######## dec_2_sync ########
dec_2_sync, pin placement:
The bar under the picture is 20 µm long. Pins as bars across the die edge, other pins in gray.
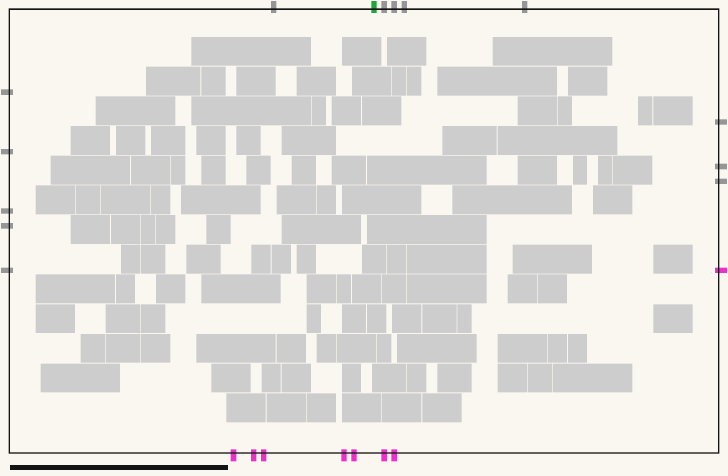

$ cat config.mk
export PLATFORM = sky130hd
export DESIGN_NAME = dec_2_sync
export DESIGN_NICKNAME = d
export VERILOG_FILES = /design/src/rtl/dec_2_sync.sv
export SDC_FILE = /design/constraint.sdc
export NUM_CORES = 1
export LEC_CHECK = 0
export ABC_CLOCK_PERIOD_IN_PS = 2300
export CAP_MARGIN = 30
export CORE_ASPECT_RATIO = 0.6
export CORE_MARGIN = 2
export CORE_UTILIZATION = 45
export CTS_BUF_LIST = sky130_fd_sc_hd__clkbuf_4 sky130_fd_sc_hd__clkbuf_8 sky130_fd_sc_hd__clkbuf_16
export CTS_CLUSTER_SIZE = 28
export DETAILED_ROUTE_END_ITERATION = 12
export PLACE_DENSITY = 0.72
export REMOVE_ABC_BUFFERS = 1
export SLEW_MARGIN = 20
export SYNTH_ARGS = -nofsm -noshare
export SYNTH_HDL_FRONTEND = slang
export SYNTH_SLANG_ARGS = --single-unit
$ cat constraint.sdc
create_clock -name clk -period 2.3 [get_ports clk]
set_clock_uncertainty 0.05 [all_clocks]
set_input_delay 0.345 -clock clk [delete_from_list [all_inputs] [get_ports clk]]
set_output_delay 0.345 -clock clk [all_outputs]
set_load 0.01 [all_outputs]
$ cat src/rtl/dec_2_sync.sv
// dec_2_sync: 2-to-4 decoder behind a valid/ready FIFO. Words are decoded
// to one-hot on write. A saturating counter tracks accepted null (V=0) words.
module dec_2_sync #(
    parameter int DEPTH = 2,
    parameter int CNT_W = 8
) (
    input  logic             clk,
    input  logic             rst_n,
    input  logic             x,
    input  logic             y,
    input  logic             V,
    input  logic             in_valid,
    output logic             in_ready,
    output logic             D0,
    output logic             D1,
    output logic             D2,
    output logic             D3,
    output logic             out_valid,
    input  logic             out_ready,
    output logic [CNT_W-1:0] null_cnt,
    input  logic             cnt_clr
);
    localparam int AW = $clog2(DEPTH);
    logic [3:0]       mem_q [DEPTH];
    logic [AW-1:0]    wr_q, wr_d, rd_q, rd_d;
    logic [AW:0]      cnt_q, cnt_d;
    logic [CNT_W-1:0] null_q, null_d;
    logic             push, pop;
    logic [3:0]       word;
    assign in_ready  = rst_n & (cnt_q != (AW+1)'(DEPTH));
    assign out_valid = cnt_q != '0;
    assign push      = in_valid & in_ready;
    assign pop       = out_valid & out_ready;
    assign word      = V ? 4'b0001 << {x, y} : 4'b0000;
    assign {D3, D2, D1, D0} = out_valid ? mem_q[rd_q] : 4'b0000;
    assign null_cnt  = null_q;
    always_comb begin
        wr_d   = push ? wr_q + AW'(1) : wr_q;
        rd_d   = pop ? rd_q + AW'(1) : rd_q;
        cnt_d  = cnt_q + (AW+1)'(push) - (AW+1)'(pop);
        null_d = cnt_clr ? '0 : (push & ~V & ~&null_q) ? null_q + CNT_W'(1) : null_q;
    end
    // Storage needs no reset: the head is masked whenever the FIFO is empty.
    always_ff @(posedge clk) begin
        if (push) mem_q[wr_q] <= word;
    end
    always_ff @(posedge clk) begin
        if (!rst_n) begin
            wr_q   <= '0;
            rd_q   <= '0;
            cnt_q  <= '0;
            null_q <= '0;
        end else begin
            wr_q   <= wr_d;
            rd_q   <= rd_d;
            cnt_q  <= cnt_d;
            null_q <= null_d;
        end
    end
endmodule

######## hazard_fwd_unit_flat ########
[config.mk]
export PLATFORM = sky130hd
export DESIGN_NAME = hazard_fwd_unit_flat
export DESIGN_NICKNAME = d
export VERILOG_FILES = /design/src/rtl/hazard_fwd_if.sv /design/src/rtl/hazard_fwd_unit.sv /design/src/flat_wrapper.sv
export SDC_FILE = /design/constraint.sdc
export NUM_CORES = 1
export LEC_CHECK = 0
export CELL_PAD_IN_SITES_DETAIL_PLACEMENT = 1
export CELL_PAD_IN_SITES_GLOBAL_PLACEMENT = 1
export CORE_ASPECT_RATIO = 1.75
export CORE_UTILIZATION = 36
export CTS_CLUSTER_DIAMETER = 30
export DETAILED_ROUTE_END_ITERATION = 6
export MAX_ROUTING_LAYER = met4
export PLACE_DENSITY = 0.82
export SETUP_SLACK_MARGIN = 0.15
export SYNTH_ARGS = -nofsm -noshare
export SYNTH_HDL_FRONTEND = slang
export SYNTH_SLANG_ARGS = --single-unit
export TNS_END_PERCENT = 20
[constraint.sdc]
create_clock -name clk -period 2.05 [get_ports clk]
set_input_delay 0.5125 -clock clk [delete_from_list [all_inputs] [get_ports clk]]
set_output_delay 0.5125 -clock clk [all_outputs]
set_load 0.05 [all_outputs]
[src/rtl/hazard_fwd_if.sv]
`default_nettype none
// ============================================================================
//  Module      : hazard_fwd_if
//  Description : ID-stage operand/destination info, execute redirect, and the
//                forwarding / stall / flush / counter results of the hazard
//                unit, bundled as one interface.
//  Revision    : 1.0 - initial release
// ============================================================================
interface hazard_fwd_if #(
    parameter int REG_BITS  = 3,
    parameter int CNT_WIDTH = 16
);
    // ID-stage instruction and execute-stage redirect
    logic                   id_valid;
    logic [REG_BITS-1:0]    id_rs;
    logic [REG_BITS-1:0]    id_rt;
    logic                   id_rs_used;
    logic                   id_rt_used;
    logic [REG_BITS-1:0]    id_rd;
    logic                   id_regWrite;
    logic                   id_memRead;
    logic                   ex_redirect;

    // Hazard unit results
    logic [1:0]             forwardA;
    logic [1:0]             forwardB;
    logic                   stall;
    logic                   flush_ifid;
    logic                   flush_idex;
    logic [CNT_WIDTH-1:0]   stall_cnt;
    logic [CNT_WIDTH-1:0]   flush_cnt;
    // Retired WB slot {valid, rd, regWrite, memRead}, for observation only
    logic [REG_BITS+2:0]    wb_slot;

    // Pipeline side: supplies instruction info, consumes the selects
    modport master (
        output id_valid, id_rs, id_rt, id_rs_used, id_rt_used,
               id_rd, id_regWrite, id_memRead, ex_redirect,
        input  forwardA, forwardB, stall, flush_ifid, flush_idex,
               stall_cnt, flush_cnt, wb_slot
    );

    // Hazard unit side
    modport slave (
        input  id_valid, id_rs, id_rt, id_rs_used, id_rt_used,
               id_rd, id_regWrite, id_memRead, ex_redirect,
        output forwardA, forwardB, stall, flush_ifid, flush_idex,
               stall_cnt, flush_cnt, wb_slot
    );
endinterface
`default_nettype wire

[src/rtl/hazard_fwd_unit.sv]
`default_nettype none
// ============================================================================
//  Module      : hazard_fwd_unit
//  Description : Tracks destinations of instructions in EX/MEM/WB, produces
//                registered forwarding selects for the instruction entering
//                EX, detects load-use hazards and converts an execute-stage
//                redirect into IF/ID and ID/EX flushes. Saturating stall and
//                flush event counters.
//  Revision    : 1.0 - initial release
// ============================================================================
module hazard_fwd_unit #(
    parameter int REG_BITS  = 3,
    parameter int CNT_WIDTH = 16
) (
    input  wire logic   clk,
    input  wire logic   rst,        // synchronous, active-low
    hazard_fwd_if.slave bus
);

    // Forwarding select encoding
    localparam logic [1:0] C_FWD_RF  = 2'b00;   // register file (or WB bypass)
    localparam logic [1:0] C_FWD_MEM = 2'b01;   // memwb_writeBack
    localparam logic [1:0] C_FWD_EX  = 2'b10;   // exmem_ALURes

    localparam logic [CNT_WIDTH-1:0] C_CNT_MAX = {CNT_WIDTH{1'b1}};

    typedef struct packed {
        logic                valid;
        logic [REG_BITS-1:0] rd;
        logic                regWrite;
        logic                memRead;
    } slot_t;

    // Tracked in-flight instructions and registered outputs
    slot_t                ex_s_q,  ex_s_d;
    slot_t                mem_s_q;
    slot_t                wb_s_q;
    logic [1:0]           fwdA_q,  fwdA_d;
    logic [1:0]           fwdB_q,  fwdB_d;
    logic [CNT_WIDTH-1:0] stall_cnt_q, stall_cnt_d;
    logic [CNT_WIDTH-1:0] flush_cnt_q, flush_cnt_d;

    // Match terms and hazard decisions
    logic w_exA;
    logic w_memA;
    logic w_exB;
    logic w_memB;
    logic w_lu;
    logic w_stall;
    logic w_bubble;

    // Producer/consumer matching and load-use detection against current slots
    always_comb begin
        w_exA   = ex_s_q.valid  & ex_s_q.regWrite  & (ex_s_q.rd  == bus.id_rs) & bus.id_rs_used;
        w_memA  = mem_s_q.valid & mem_s_q.regWrite & (mem_s_q.rd == bus.id_rs) & bus.id_rs_used;
        w_exB   = ex_s_q.valid  & ex_s_q.regWrite  & (ex_s_q.rd  == bus.id_rt) & bus.id_rt_used;
        w_memB  = mem_s_q.valid & mem_s_q.regWrite & (mem_s_q.rd == bus.id_rt) & bus.id_rt_used;
        // A load one slot ahead cannot supply its data in time: one bubble
        w_lu    = bus.id_valid & ex_s_q.valid & ex_s_q.memRead & (w_exA | w_exB);
        // Redirect squashes the ID instruction, so it must not also stall
        w_stall = w_lu & ~bus.ex_redirect;
        // ID instruction does not enter EX this cycle
        w_bubble = bus.ex_redirect | w_lu | ~bus.id_valid;
    end

    // Next-state for the EX slot, forwarding selects and event counters
    always_comb begin
        ex_s_d      = '0;
        fwdA_d      = C_FWD_RF;
        fwdB_d      = C_FWD_RF;
        stall_cnt_d = stall_cnt_q;
        flush_cnt_d = flush_cnt_q;

        if (!w_bubble) begin
            ex_s_d.valid    = 1'b1;
            ex_s_d.rd       = bus.id_rd;
            ex_s_d.regWrite = bus.id_regWrite;
            ex_s_d.memRead  = bus.id_memRead;

            // Newer producer (EX) takes priority over MEM
            if (w_exA) begin
                fwdA_d = C_FWD_EX;
            end else if (w_memA) begin
                fwdA_d = C_FWD_MEM;
            end

            if (w_exB) begin
                fwdB_d = C_FWD_EX;
            end else if (w_memB) begin
                fwdB_d = C_FWD_MEM;
            end
        end

        if (w_stall && (stall_cnt_q != C_CNT_MAX)) begin
            stall_cnt_d = stall_cnt_q + 1'b1;
        end
        if (bus.ex_redirect && (flush_cnt_q != C_CNT_MAX)) begin
            flush_cnt_d = flush_cnt_q + 1'b1;
        end
    end

    // Slot shift register, forwarding selects and counters; downstream of ID
    // the pipeline never freezes, so MEM/WB always advance
    always_ff @(posedge clk) begin
        if (!rst) begin
            ex_s_q      <= '0;
            mem_s_q     <= '0;
            wb_s_q      <= '0;
            fwdA_q      <= C_FWD_RF;
            fwdB_q      <= C_FWD_RF;
            stall_cnt_q <= '0;
            flush_cnt_q <= '0;
        end else begin
            ex_s_q      <= ex_s_d;
            mem_s_q     <= ex_s_q;
            wb_s_q      <= mem_s_q;
            fwdA_q      <= fwdA_d;
            fwdB_q      <= fwdB_d;
            stall_cnt_q <= stall_cnt_d;
            flush_cnt_q <= flush_cnt_d;
        end
    end

    assign bus.forwardA   = fwdA_q;
    assign bus.forwardB   = fwdB_q;
    assign bus.stall      = w_stall;
    assign bus.flush_ifid = bus.ex_redirect;
    assign bus.flush_idex = bus.ex_redirect | w_lu;
    assign bus.stall_cnt  = stall_cnt_q;
    assign bus.flush_cnt  = flush_cnt_q;
    // WB is covered by register-file write-through; visible for debug only
    assign bus.wb_slot    = wb_s_q;

endmodule
`default_nettype wire

[src/flat_wrapper.sv]
// flat-port wrapper written by rule: the top's interface ports become plain ports
module hazard_fwd_unit_flat 
#(
    parameter int REG_BITS  = 3,
    parameter int CNT_WIDTH = 16
)
  (clk, rst, bus_id_valid, bus_id_rs, bus_id_rt, bus_id_rs_used, bus_id_rt_used, bus_id_rd, bus_id_regWrite, bus_id_memRead, bus_ex_redirect, bus_forwardA, bus_forwardB, bus_stall, bus_flush_ifid, bus_flush_idex, bus_stall_cnt, bus_flush_cnt, bus_wb_slot);
  hazard_fwd_if #(.REG_BITS(REG_BITS), .CNT_WIDTH(CNT_WIDTH)) bus_i ();
  input  wire logic clk;
  input  wire logic rst;
  input wire logic [$bits(bus_i.id_valid)-1:0] bus_id_valid;
  input wire logic [$bits(bus_i.id_rs)-1:0] bus_id_rs;
  input wire logic [$bits(bus_i.id_rt)-1:0] bus_id_rt;
  input wire logic [$bits(bus_i.id_rs_used)-1:0] bus_id_rs_used;
  input wire logic [$bits(bus_i.id_rt_used)-1:0] bus_id_rt_used;
  input wire logic [$bits(bus_i.id_rd)-1:0] bus_id_rd;
  input wire logic [$bits(bus_i.id_regWrite)-1:0] bus_id_regWrite;
  input wire logic [$bits(bus_i.id_memRead)-1:0] bus_id_memRead;
  input wire logic [$bits(bus_i.ex_redirect)-1:0] bus_ex_redirect;
  output wire logic [$bits(bus_i.forwardA)-1:0] bus_forwardA;
  output wire logic [$bits(bus_i.forwardB)-1:0] bus_forwardB;
  output wire logic [$bits(bus_i.stall)-1:0] bus_stall;
  output wire logic [$bits(bus_i.flush_ifid)-1:0] bus_flush_ifid;
  output wire logic [$bits(bus_i.flush_idex)-1:0] bus_flush_idex;
  output wire logic [$bits(bus_i.stall_cnt)-1:0] bus_stall_cnt;
  output wire logic [$bits(bus_i.flush_cnt)-1:0] bus_flush_cnt;
  output wire logic [$bits(bus_i.wb_slot)-1:0] bus_wb_slot;
  assign bus_i.id_valid = bus_id_valid;
  assign bus_i.id_rs = bus_id_rs;
  assign bus_i.id_rt = bus_id_rt;
  assign bus_i.id_rs_used = bus_id_rs_used;
  assign bus_i.id_rt_used = bus_id_rt_used;
  assign bus_i.id_rd = bus_id_rd;
  assign bus_i.id_regWrite = bus_id_regWrite;
  assign bus_i.id_memRead = bus_id_memRead;
  assign bus_i.ex_redirect = bus_ex_redirect;
  assign bus_forwardA = bus_i.forwardA;
  assign bus_forwardB = bus_i.forwardB;
  assign bus_stall = bus_i.stall;
  assign bus_flush_ifid = bus_i.flush_ifid;
  assign bus_flush_idex = bus_i.flush_idex;
  assign bus_stall_cnt = bus_i.stall_cnt;
  assign bus_flush_cnt = bus_i.flush_cnt;
  assign bus_wb_slot = bus_i.wb_slot;
  hazard_fwd_unit #(.REG_BITS(REG_BITS), .CNT_WIDTH(CNT_WIDTH)) u_core (.clk(clk), .rst(rst), .bus(bus_i));
endmodule
######## aha_clock_gate_ctrl_flat ########
### src/rtl/aha_clock_gate_ctrl_if.sv
// Interface bundling the request/acknowledge and gated-clock signals of aha_clock_gate_ctrl.
// The master side drives requests and test enable; the slave side is the controller.
interface aha_clock_gate_ctrl_if #(
    parameter int NUM_CH = 4,
    parameter int IDLE_W = 8,
    parameter int STAT_W = 16
);
    logic                       te;
    logic [NUM_CH-1:0]          req;
    logic [NUM_CH-1:0]          force_on;
    logic [IDLE_W-1:0]          idle_timeout;
    logic [NUM_CH-1:0]          ack;
    logic [NUM_CH-1:0]          ch_on;
    logic [NUM_CH-1:0]          gclk;
    logic [NUM_CH*STAT_W-1:0]   stat_gated;

    modport master (
        output te, req, force_on, idle_timeout,
        input  ack, ch_on, gclk, stat_gated
    );

    modport slave (
        input  te, req, force_on, idle_timeout,
        output ack, ch_on, gclk, stat_gated
    );
endinterface

### src/rtl/aha_clock_gate_ctrl.sv
// Multi-channel clock-gating controller: per-channel wake/idle FSM feeding a latch-based ICG.
// Optional gated-cycle statistics are built only when AHA_CLKGATE_STATS_EN is defined.
module aha_clock_gate_ctrl #(
    parameter int NUM_CH   = 4,
    parameter int IDLE_W   = 8,
    parameter int WAKE_CYC = 2,
    parameter int STAT_W   = 16
) (
    input  logic                 clk,
    input  logic                 rst_n,
    aha_clock_gate_ctrl_if.slave cg
);

    localparam int WAKE_W = (WAKE_CYC > 1) ? $clog2(WAKE_CYC) : 1;
    localparam int CNT_W  = (IDLE_W > WAKE_W) ? IDLE_W : WAKE_W;
    localparam logic [CNT_W-1:0] WAKE_LOAD = CNT_W'(WAKE_CYC - 1);
    localparam logic [CNT_W-1:0] CNT_ZERO  = {CNT_W{1'b0}};

    typedef enum logic [1:0] {
        ST_OFF  = 2'd0,
        ST_WAKE = 2'd1,
        ST_ON   = 2'd2,
        ST_IDLE = 2'd3
    } state_t;

    state_t             state_r [NUM_CH];
    logic [CNT_W-1:0]   cnt_r   [NUM_CH];
    logic [NUM_CH-1:0]  en_r;
    logic [NUM_CH-1:0]  ack_r;
    logic [NUM_CH-1:0]  lat_r;
    logic [NUM_CH-1:0]  wreq_s;

    assign wreq_s = cg.req | cg.force_on;

    // Per-channel wake / run / idle-timeout state machines with registered en and ack
    always_ff @(posedge clk or negedge rst_n) begin
        if (!rst_n) begin
            for (int i = 0; i < NUM_CH; i++) begin
                state_r[i] <= ST_OFF;
                cnt_r[i]   <= CNT_ZERO;
            end
            en_r  <= {NUM_CH{1'b0}};
            ack_r <= {NUM_CH{1'b0}};
        end else begin
            for (int i = 0; i < NUM_CH; i++) begin
                case (state_r[i])
                    ST_OFF: begin
                        if (wreq_s[i]) begin
                            state_r[i] <= ST_WAKE;
                            en_r[i]    <= 1'b1;
                            cnt_r[i]   <= WAKE_LOAD;
                        end
                    end
                    ST_WAKE: begin
                        // A dropped request does not abort a wake already in progress
                        if (cnt_r[i] == CNT_ZERO) begin
                            state_r[i] <= ST_ON;
                            ack_r[i]   <= 1'b1;
                        end else begin
                            cnt_r[i] <= cnt_r[i] - CNT_W'(1);
                        end
                    end
                    ST_ON: begin
                        if (!wreq_s[i]) begin
                            if (cg.idle_timeout == {IDLE_W{1'b0}}) begin
                                state_r[i] <= ST_OFF;
                                en_r[i]    <= 1'b0;
                                ack_r[i]   <= 1'b0;
                            end else begin
                                state_r[i] <= ST_IDLE;
                                cnt_r[i]   <= CNT_W'(cg.idle_timeout - IDLE_W'(1));
                            end
                        end
                    end
                    ST_IDLE: begin
                        // Request has priority over an expiring timeout
                        if (wreq_s[i]) begin
                            state_r[i] <= ST_ON;
                        end else if (cnt_r[i] == CNT_ZERO) begin
                            state_r[i] <= ST_OFF;
                            en_r[i]    <= 1'b0;
                            ack_r[i]   <= 1'b0;
                        end else begin
                            cnt_r[i] <= cnt_r[i] - CNT_W'(1);
                        end
                    end
                    default: begin
                        state_r[i] <= ST_OFF;
                        en_r[i]    <= 1'b0;
                        ack_r[i]   <= 1'b0;
                        cnt_r[i]   <= CNT_ZERO;
                    end
                endcase
            end
        end
    end

    // ICG latch: transparent while clk is low so enable changes never clip a high phase
    always_latch begin
        if (!rst_n) begin
            lat_r <= {NUM_CH{1'b0}};
        end else if (!clk) begin
            lat_r <= en_r | {NUM_CH{cg.te}};
        end
    end

    assign cg.gclk  = {NUM_CH{clk}} & lat_r;
    assign cg.ack   = ack_r;
    assign cg.ch_on = en_r;

`ifdef AHA_CLKGATE_STATS_EN
    logic [STAT_W-1:0] stat_r [NUM_CH];

    // Saturating count of edges seen with the channel gated off
    always_ff @(posedge clk or negedge rst_n) begin
        if (!rst_n) begin
            for (int i = 0; i < NUM_CH; i++) begin
                stat_r[i] <= {STAT_W{1'b0}};
            end
        end else begin
            for (int i = 0; i < NUM_CH; i++) begin
                if (!en_r[i] && (stat_r[i] != {STAT_W{1'b1}})) begin
                    stat_r[i] <= stat_r[i] + STAT_W'(1);
                end
            end
        end
    end

    for (genvar g = 0; g < NUM_CH; g++) begin : g_stat
        assign cg.stat_gated[g*STAT_W +: STAT_W] = stat_r[g];
    end
`else
    assign cg.stat_gated = {NUM_CH*STAT_W{1'b0}};
`endif

endmodule
### src/flat_wrapper.sv
// flat-port wrapper written by rule: the top's interface ports become plain ports
module aha_clock_gate_ctrl_flat 
#(
    parameter int NUM_CH   = 4,
    parameter int IDLE_W   = 8,
    parameter int WAKE_CYC = 2,
    parameter int STAT_W   = 16
)
  (clk, rst_n, cg_te, cg_req, cg_force_on, cg_idle_timeout, cg_ack, cg_ch_on, cg_gclk, cg_stat_gated);
  aha_clock_gate_ctrl_if #(.NUM_CH(NUM_CH), .IDLE_W(IDLE_W), .STAT_W(STAT_W)) cg_i ();
  input  logic clk;
  input  logic rst_n;
  input wire logic [$bits(cg_i.te)-1:0] cg_te;
  input wire logic [$bits(cg_i.req)-1:0] cg_req;
  input wire logic [$bits(cg_i.force_on)-1:0] cg_force_on;
  input wire logic [$bits(cg_i.idle_timeout)-1:0] cg_idle_timeout;
  output wire logic [$bits(cg_i.ack)-1:0] cg_ack;
  output wire logic [$bits(cg_i.ch_on)-1:0] cg_ch_on;
  output wire logic [$bits(cg_i.gclk)-1:0] cg_gclk;
  output wire logic [$bits(cg_i.stat_gated)-1:0] cg_stat_gated;
  assign cg_i.te = cg_te;
  assign cg_i.req = cg_req;
  assign cg_i.force_on = cg_force_on;
  assign cg_i.idle_timeout = cg_idle_timeout;
  assign cg_ack = cg_i.ack;
  assign cg_ch_on = cg_i.ch_on;
  assign cg_gclk = cg_i.gclk;
  assign cg_stat_gated = cg_i.stat_gated;
  aha_clock_gate_ctrl #(.NUM_CH(NUM_CH), .IDLE_W(IDLE_W), .WAKE_CYC(WAKE_CYC), .STAT_W(STAT_W)) u_core (.clk(clk), .rst_n(rst_n), .cg(cg_i));
endmodule
### config.mk
export PLATFORM = sky130hd
export DESIGN_NAME = aha_clock_gate_ctrl_flat
export DESIGN_NICKNAME = d
export VERILOG_FILES = /design/src/rtl/aha_clock_gate_ctrl_if.sv /design/src/rtl/aha_clock_gate_ctrl.sv /design/src/flat_wrapper.sv
export SDC_FILE = /design/constraint.sdc
export NUM_CORES = 1
export LEC_CHECK = 0
export ABC_CLOCK_PERIOD_IN_PS = 3100
export CAP_MARGIN = 20
export CORE_MARGIN = 2
export CORE_UTILIZATION = 30
export DETAILED_ROUTE_END_ITERATION = 8
export PLACE_DENSITY_LB_ADDON = 0.05
export SETUP_SLACK_MARGIN = 0.1
export SYNTH_ARGS = -nofsm -noshare
export SYNTH_HDL_FRONTEND = slang
export SYNTH_SLANG_ARGS = --single-unit
### constraint.sdc
create_clock -name clk -period 3.1 [get_ports clk]
set_input_delay 0.62 -clock clk [delete_from_list [all_inputs] [get_ports clk]]
set_output_delay 0.62 -clock clk [all_outputs]
set_load 0.02 [all_outputs]

## Gallery

Signal wires on met3.
The bar under the picture is 20 µm long. Cells faint in the background.
(a)
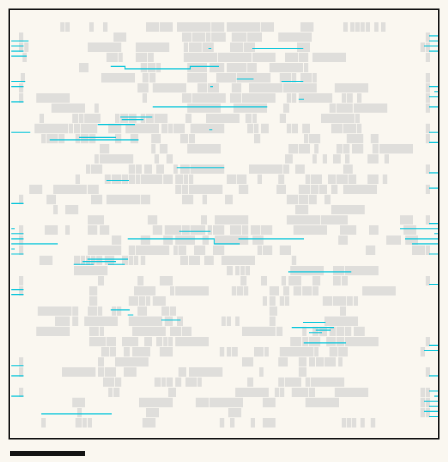
(b)
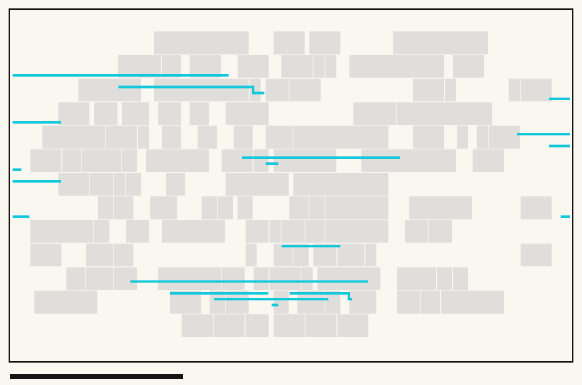
(c)
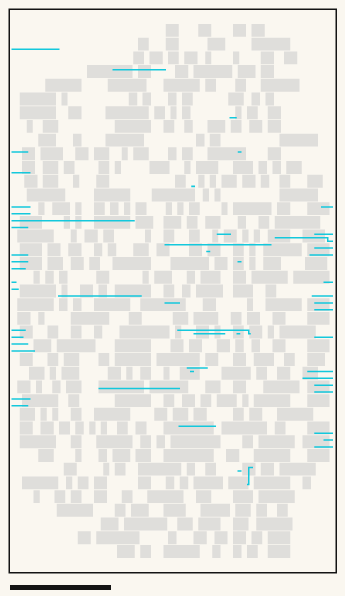
hazard_fwd_unit_flat -> (c)
aha_clock_gate_ctrl_flat -> (a)
dec_2_sync -> (b)

Key to (b):
wire length on this layer	150 µm
main direction	horizontal
longest straight run	27.1 µm

aha_clock_gate_ctrl_flat, signal wires on met2:
The bar under the picture is 20 µm long. Cells faint in the background.
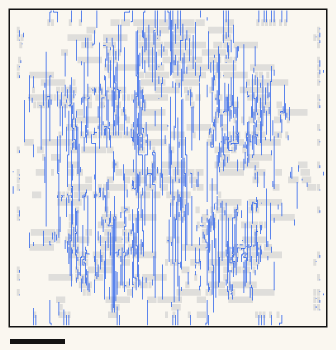
nets with wire on the layer	441
main direction	vertical
longest straight run	63.2 µm

==> GITHUB_STEP_SUMMARY, aha_clock_gate_ctrl_flat <==
## Implementation flow summary

| Metric | Value |
|---|---|
| CP Buf/Inv Count | `8` |
| R2R cell count | `1` |
| Logic area | `2048 µm²` |
| GP Congestion | `0.7932` |
| DR vias | `3,228` |
| Async set or reset register ratio after synthesis | `92.31%` |
| YS warnings | `0` |
| Log Warnings | `41` |
| Vias in the first global route | `3,145` |
| Worst Setup SP | `clk` |
| Synth cell types | `62` |
| Setup ws final | `-0.2505 ns` |
| Max_slew headroom | `51.05%` |
| EDFF count, synth | `0` |
| Dominant comb cell | `simple AND/OR/NAND/NOR gates` |
| Ys flops | `52` |
| FP Util | `30.61%` |
| Flop-to-flop setup slack | `0.98 ns` |
| Commonest Layout Cell | `conb_1` |
| Violated checks | `setup timing` |
| Area Overhead vs Synth | `26.44%` |
| R2R Path End | `u_core.lat_r[2]` |
| Register area share after synthesis | `32.66%` |
| Clk ins delay skew pair | `0.59 ns` |
| Met2 WL | `4764 µm` |
| Setup violators final | `8` |
| Post-layout util | `38.71%` |
| Postcts setup bufs | `1` |
| Worst Hold Class | `in2gate` |
| Peak supply drop | `0.3713 mV` |
| First-pass GRT wire length | `17,330 µm` |
| Status | `finished, violations left` |
aha_clock_gate_ctrl_flat: cell type report:
type                    instances  area share, %
well taps                     147          3.956
inverters                      23          1.857
clock inverters                 3         0.6997
clock buffers                  27          12.73
multi-input cells             350          44.05
repair buffers                 49          9.580
flip-flops and latches         52          27.13
aha_clock_gate_ctrl_flat: state kept, by name, indices dropped and copies added (netlist names):
name             count
u_core.state_r       8
u_core.lat_r         4
u_core.cg.ack        4
u_core.cg.ch_on      4
u_core.cnt_r        32
aha_clock_gate_ctrl_flat: power by group:
group	total [mW]	switching [mW]	internal (mW)
logic	1.42	0.817	0.607
clock network	1.79	0.518	1.27
registers	1.29	0.376	0.917
aha_clock_gate_ctrl_flat: per-layer routing:
metal	vias to the layer above	GRT usage, %
li1	1568	-
met1	1542	24.45
met2	104	24.42
met3	14	6.353
met4	0	13.41
met5	-	0
aha_clock_gate_ctrl_flat: through the flow:
| stage | total power, mW | TNS, ns |
|---|---|---|
| 5_1_grt | 4.859 | -1.195 |
| 3_5_place_dp | 2.826 | -0.1827 |
| 3_3_place_gp | 2.838 | -0.1711 |
| 6_report | 4.504 | -0.9673 |
| 2_1_floorplan | 2.365 | 0 |
| 4_1_cts | 4.535 | -1.014 |
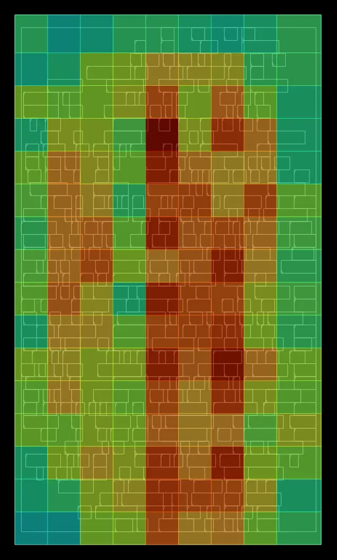
hazard_fwd_unit_flat: routing congestion map
post-layout util: 56.05%
GRT met1 Usage: 21.91%
GR Layer Usage met2: 42.60%
GRT busiest layer: met2

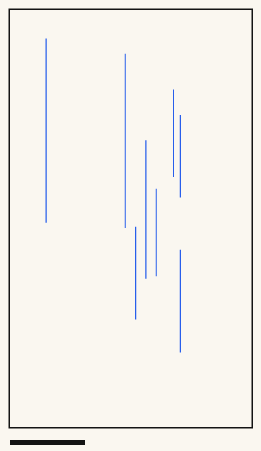
hazard_fwd_unit_flat: the metal 4 layer
The bar under the picture is 20 µm long.
nets with wire on the layer	7
longest straight run	49.0 µm
DR vias: 2,427
wirelength, routed: 7764 µm

==> GITHUB_STEP_SUMMARY, hazard_fwd_unit_flat <==
## Implementation flow summary

| Metric | Value |
|---|---|
| Status | `finished, final reports clean` |
| Sw Ratio | `25.10%` |
| Met3 wire len | `253 µm` |
| Hold_sp | `u_core.mem_s_q[0]` |
| Gate count after technology mapping | `270` |
| Aoi share | `8.219%` |
| Top cells by area | `dfxtp_1 (44%), xnor2_1 (6.0%), and2_1 (4.3%)` |
| Clk ins delay skew pair | `0.31 ns` |
| CTS tree | `built` |
| All-Layer GR Usage | `23.10%` |
| Pwr Total | `2.151 mW` |
| Async set or reset register ratio after synthesis | `0%` |
| Post-Synth XOR/XNOR Area | `8.727%` |
| Final Non-Filler Cells | `449` |
| Final ANT Viol Nets | `0` |
| Area Overhead vs Synth | `49.72%` |
| Final Hold Slack | `0.4428 ns` |
| Gr ovfl total | `0` |
| CTS Hold Buffers Added | `0` |
| Post-DR wirelength/cell | `17.29 µm` |
| Worst EP arrival | `1.51 ns` |
| Peak supply drop | `0.5347 mV` |
| Met2 WL | `4432 µm` |
| First-pass iteration count of the detailed router | `4` |
| DIE AREA | `7198 µm²` |
| R2R Path End | `u_core.bus.stall_cnt[13]` |
| Post_cts resized | `58` |
| Non-clock buffers, area share | `22.98%` |
[hazard_fwd_unit_flat: worst max path at each step]
stage | startpoint | endpoint | slack, ns | cells after the start
2_1_floorplan | u_core.bus.flush_cnt[8] | u_core.bus.flush_cnt[1] | 0.05 | 5
3_3_place_gp | bus_id_rs_used | bus_flush_idex | -0.40 | 6
3_5_place_dp | bus_id_rt[2] | u_core.bus.stall_cnt[5] | -0.44 | 7
4_1_cts | u_core.bus.stall_cnt[5] | bus_stall_cnt[5] | 0.01 | 1
5_1_grt | u_core.ex_s_q[2] | bus_flush_idex | -0.02 | 5
6_report | u_core.ex_s_q[2] | bus_flush_idex | 0.02 | 5
[hazard_fwd_unit_flat: cells by family after synthesis]
kind of cell / after synthesis
flops: 54
mux: 7
compound gates: 31
simple gates: 142
xor+xnor: 22
buf+inv: 12
fa+ha+maj: 2
[hazard_fwd_unit_flat: through the flow]
step	setup TNS (ns)	instance area [µm²]	setup WS, ns
after floorplan	0	2496	0.05138
after global placement	-7.572	3333	-0.3994
after detailed placement	-8.812	3333	-0.4380
after CTS	0	3591	0.01086
after global routing	-0.03392	3692	-0.02259
final	0	3692	0.02324
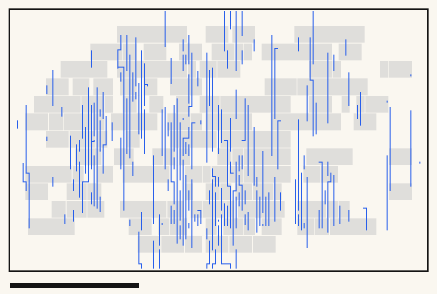
dec_2_sync: signal wires on met2
The bar under the picture is 20 µm long. Cells faint in the background.
longest straight run	22.4 µm
wire length on this layer	979 µm

## Picture notes: 'pin placement' of dec_2_sync
port	color	pins	direction	edge
`null_cnt`	magenta	8	output	7 bottom, 1 right
`V`	green	1	input	top
all pins by edge	7 bottom, 6 top, 5 left, 4 right

==> GITHUB_STEP_SUMMARY, dec_2_sync <==
## Implementation flow summary

| Metric | Value |
|---|---|
| Yosys chip area | `999.7 µm²` |
| Most common logic cells in the final layout | `clkdlybuf4s50_1 (21), dfxtp_1 (13), edfxtp_1 (8), nor2_1 (7), a21oi_1 (6)` |
| First-pass GRT wire length | `3443 µm` |
| Layout filler cell count | `173` |
| Status | `finished, final reports clean` |
| Commonest Layout Cell | `clkdlybuf4s50_1` |
| Gate count after technology mapping | `96` |
| YS warnings | `0` |
| Worst Setup EP | `in_ready` |
| Core ar. | `2131 µm²` |
| Detailed Place HPWL | `1596 µm` |
| Initial antenna violation count | `0` |
| Most used flip-flop cell | `dfxtp_1` |
| Max Cap Violations | `0` |
| Mean Syn Cell Area | `10.41 µm²` |
| Ys flops | `21` |
| Log Warnings | `25` |
| Initial DRC count | `41` |
| Die height | `40.51 µm` |
| Routed met1 length | `936 µm` |
| GR Layer Usage met2 | `31.19%` |
| R2R Path End | `null_cnt[1]` |
| Peak supply drop | `0.3964 mV` |
| DR vias | `815` |
| GP Congestion | `0.8227` |
| Post_cts resized | `0` |
| Crit path DRT | `1.90 ns` |
| Top cells by area | `dfxtp_1 (26%), edfxtp_1 (24%), mux2i_1 (4.0%)` |
==> dec_2_sync: metrics by stage <==
step	power [mW]	cells	util (%)	setup WS [ns]
final	0.9212	150	60.72	0.2956
after global routing	0.9750	150	60.72	0.2073
after CTS	0.9348	150	60.72	0.2822
after detailed placement	0.7001	146	58.54	0.2264
after global placement	0.6960	146	58.54	0.2814
after floorplan	0.5847	94	-	0.6848
==> dec_2_sync: critical path, stage by stage, from the launching register on <==
cell and delay, ns:
dfxtp_1 0.38, or2b_1 0.33, and2_1 0.19, clkdlybuf4s50_1 0.47
==> dec_2_sync: power breakdown <==
| group | switching, mW | internal (mW) |
|---|---|---|
| Sequential | 0.0301 | 0.418 |
| Combinational | 0.106 | 0.135 |
| Clock | 0.112 | 0.120 |
==> dec_2_sync: layout make-up <==
cell class | instances | area [µm²] | share of cell area (%)
Clock inverter | 1 | 5.005 | 0.3868
Inverter | 2 | 7.507 | 0.5803
Clock buffer | 3 | 41.29 | 3.191
Tap cell | 30 | 37.54 | 2.901
Timing Repair Buffer | 22 | 217.7 | 16.83
Multi-Input combinational cell | 71 | 484.2 | 37.43
Sequential cell | 21 | 500.5 | 38.68


==> screenshots <==
The metal 1 layer.
The bar under the picture is 20 µm long. Cells faint in the background.
picture 1
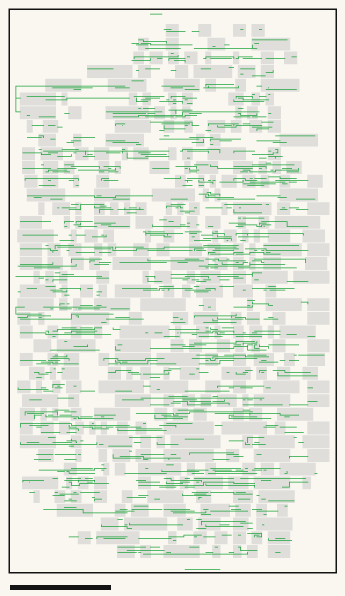
picture 2
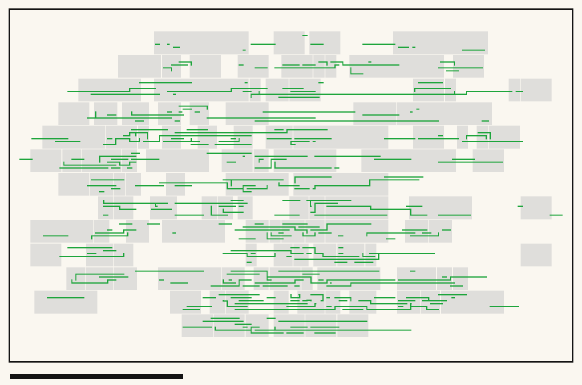
picture 3
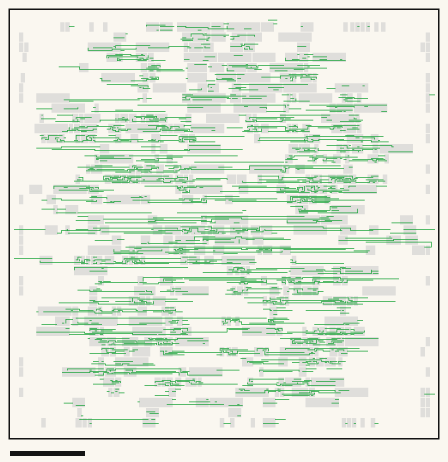
- smallest die: picture 2
Picture 2 is dec_2_sync.
Picture 1 is hazard_fwd_unit_flat.
Picture 3 is aha_clock_gate_ctrl_flat.

Key to picture 1:
main direction	horizontal
nets with wire on the layer	330
longest straight run	24.8 µm

Power is estimated from default activity; no workload was simulated.
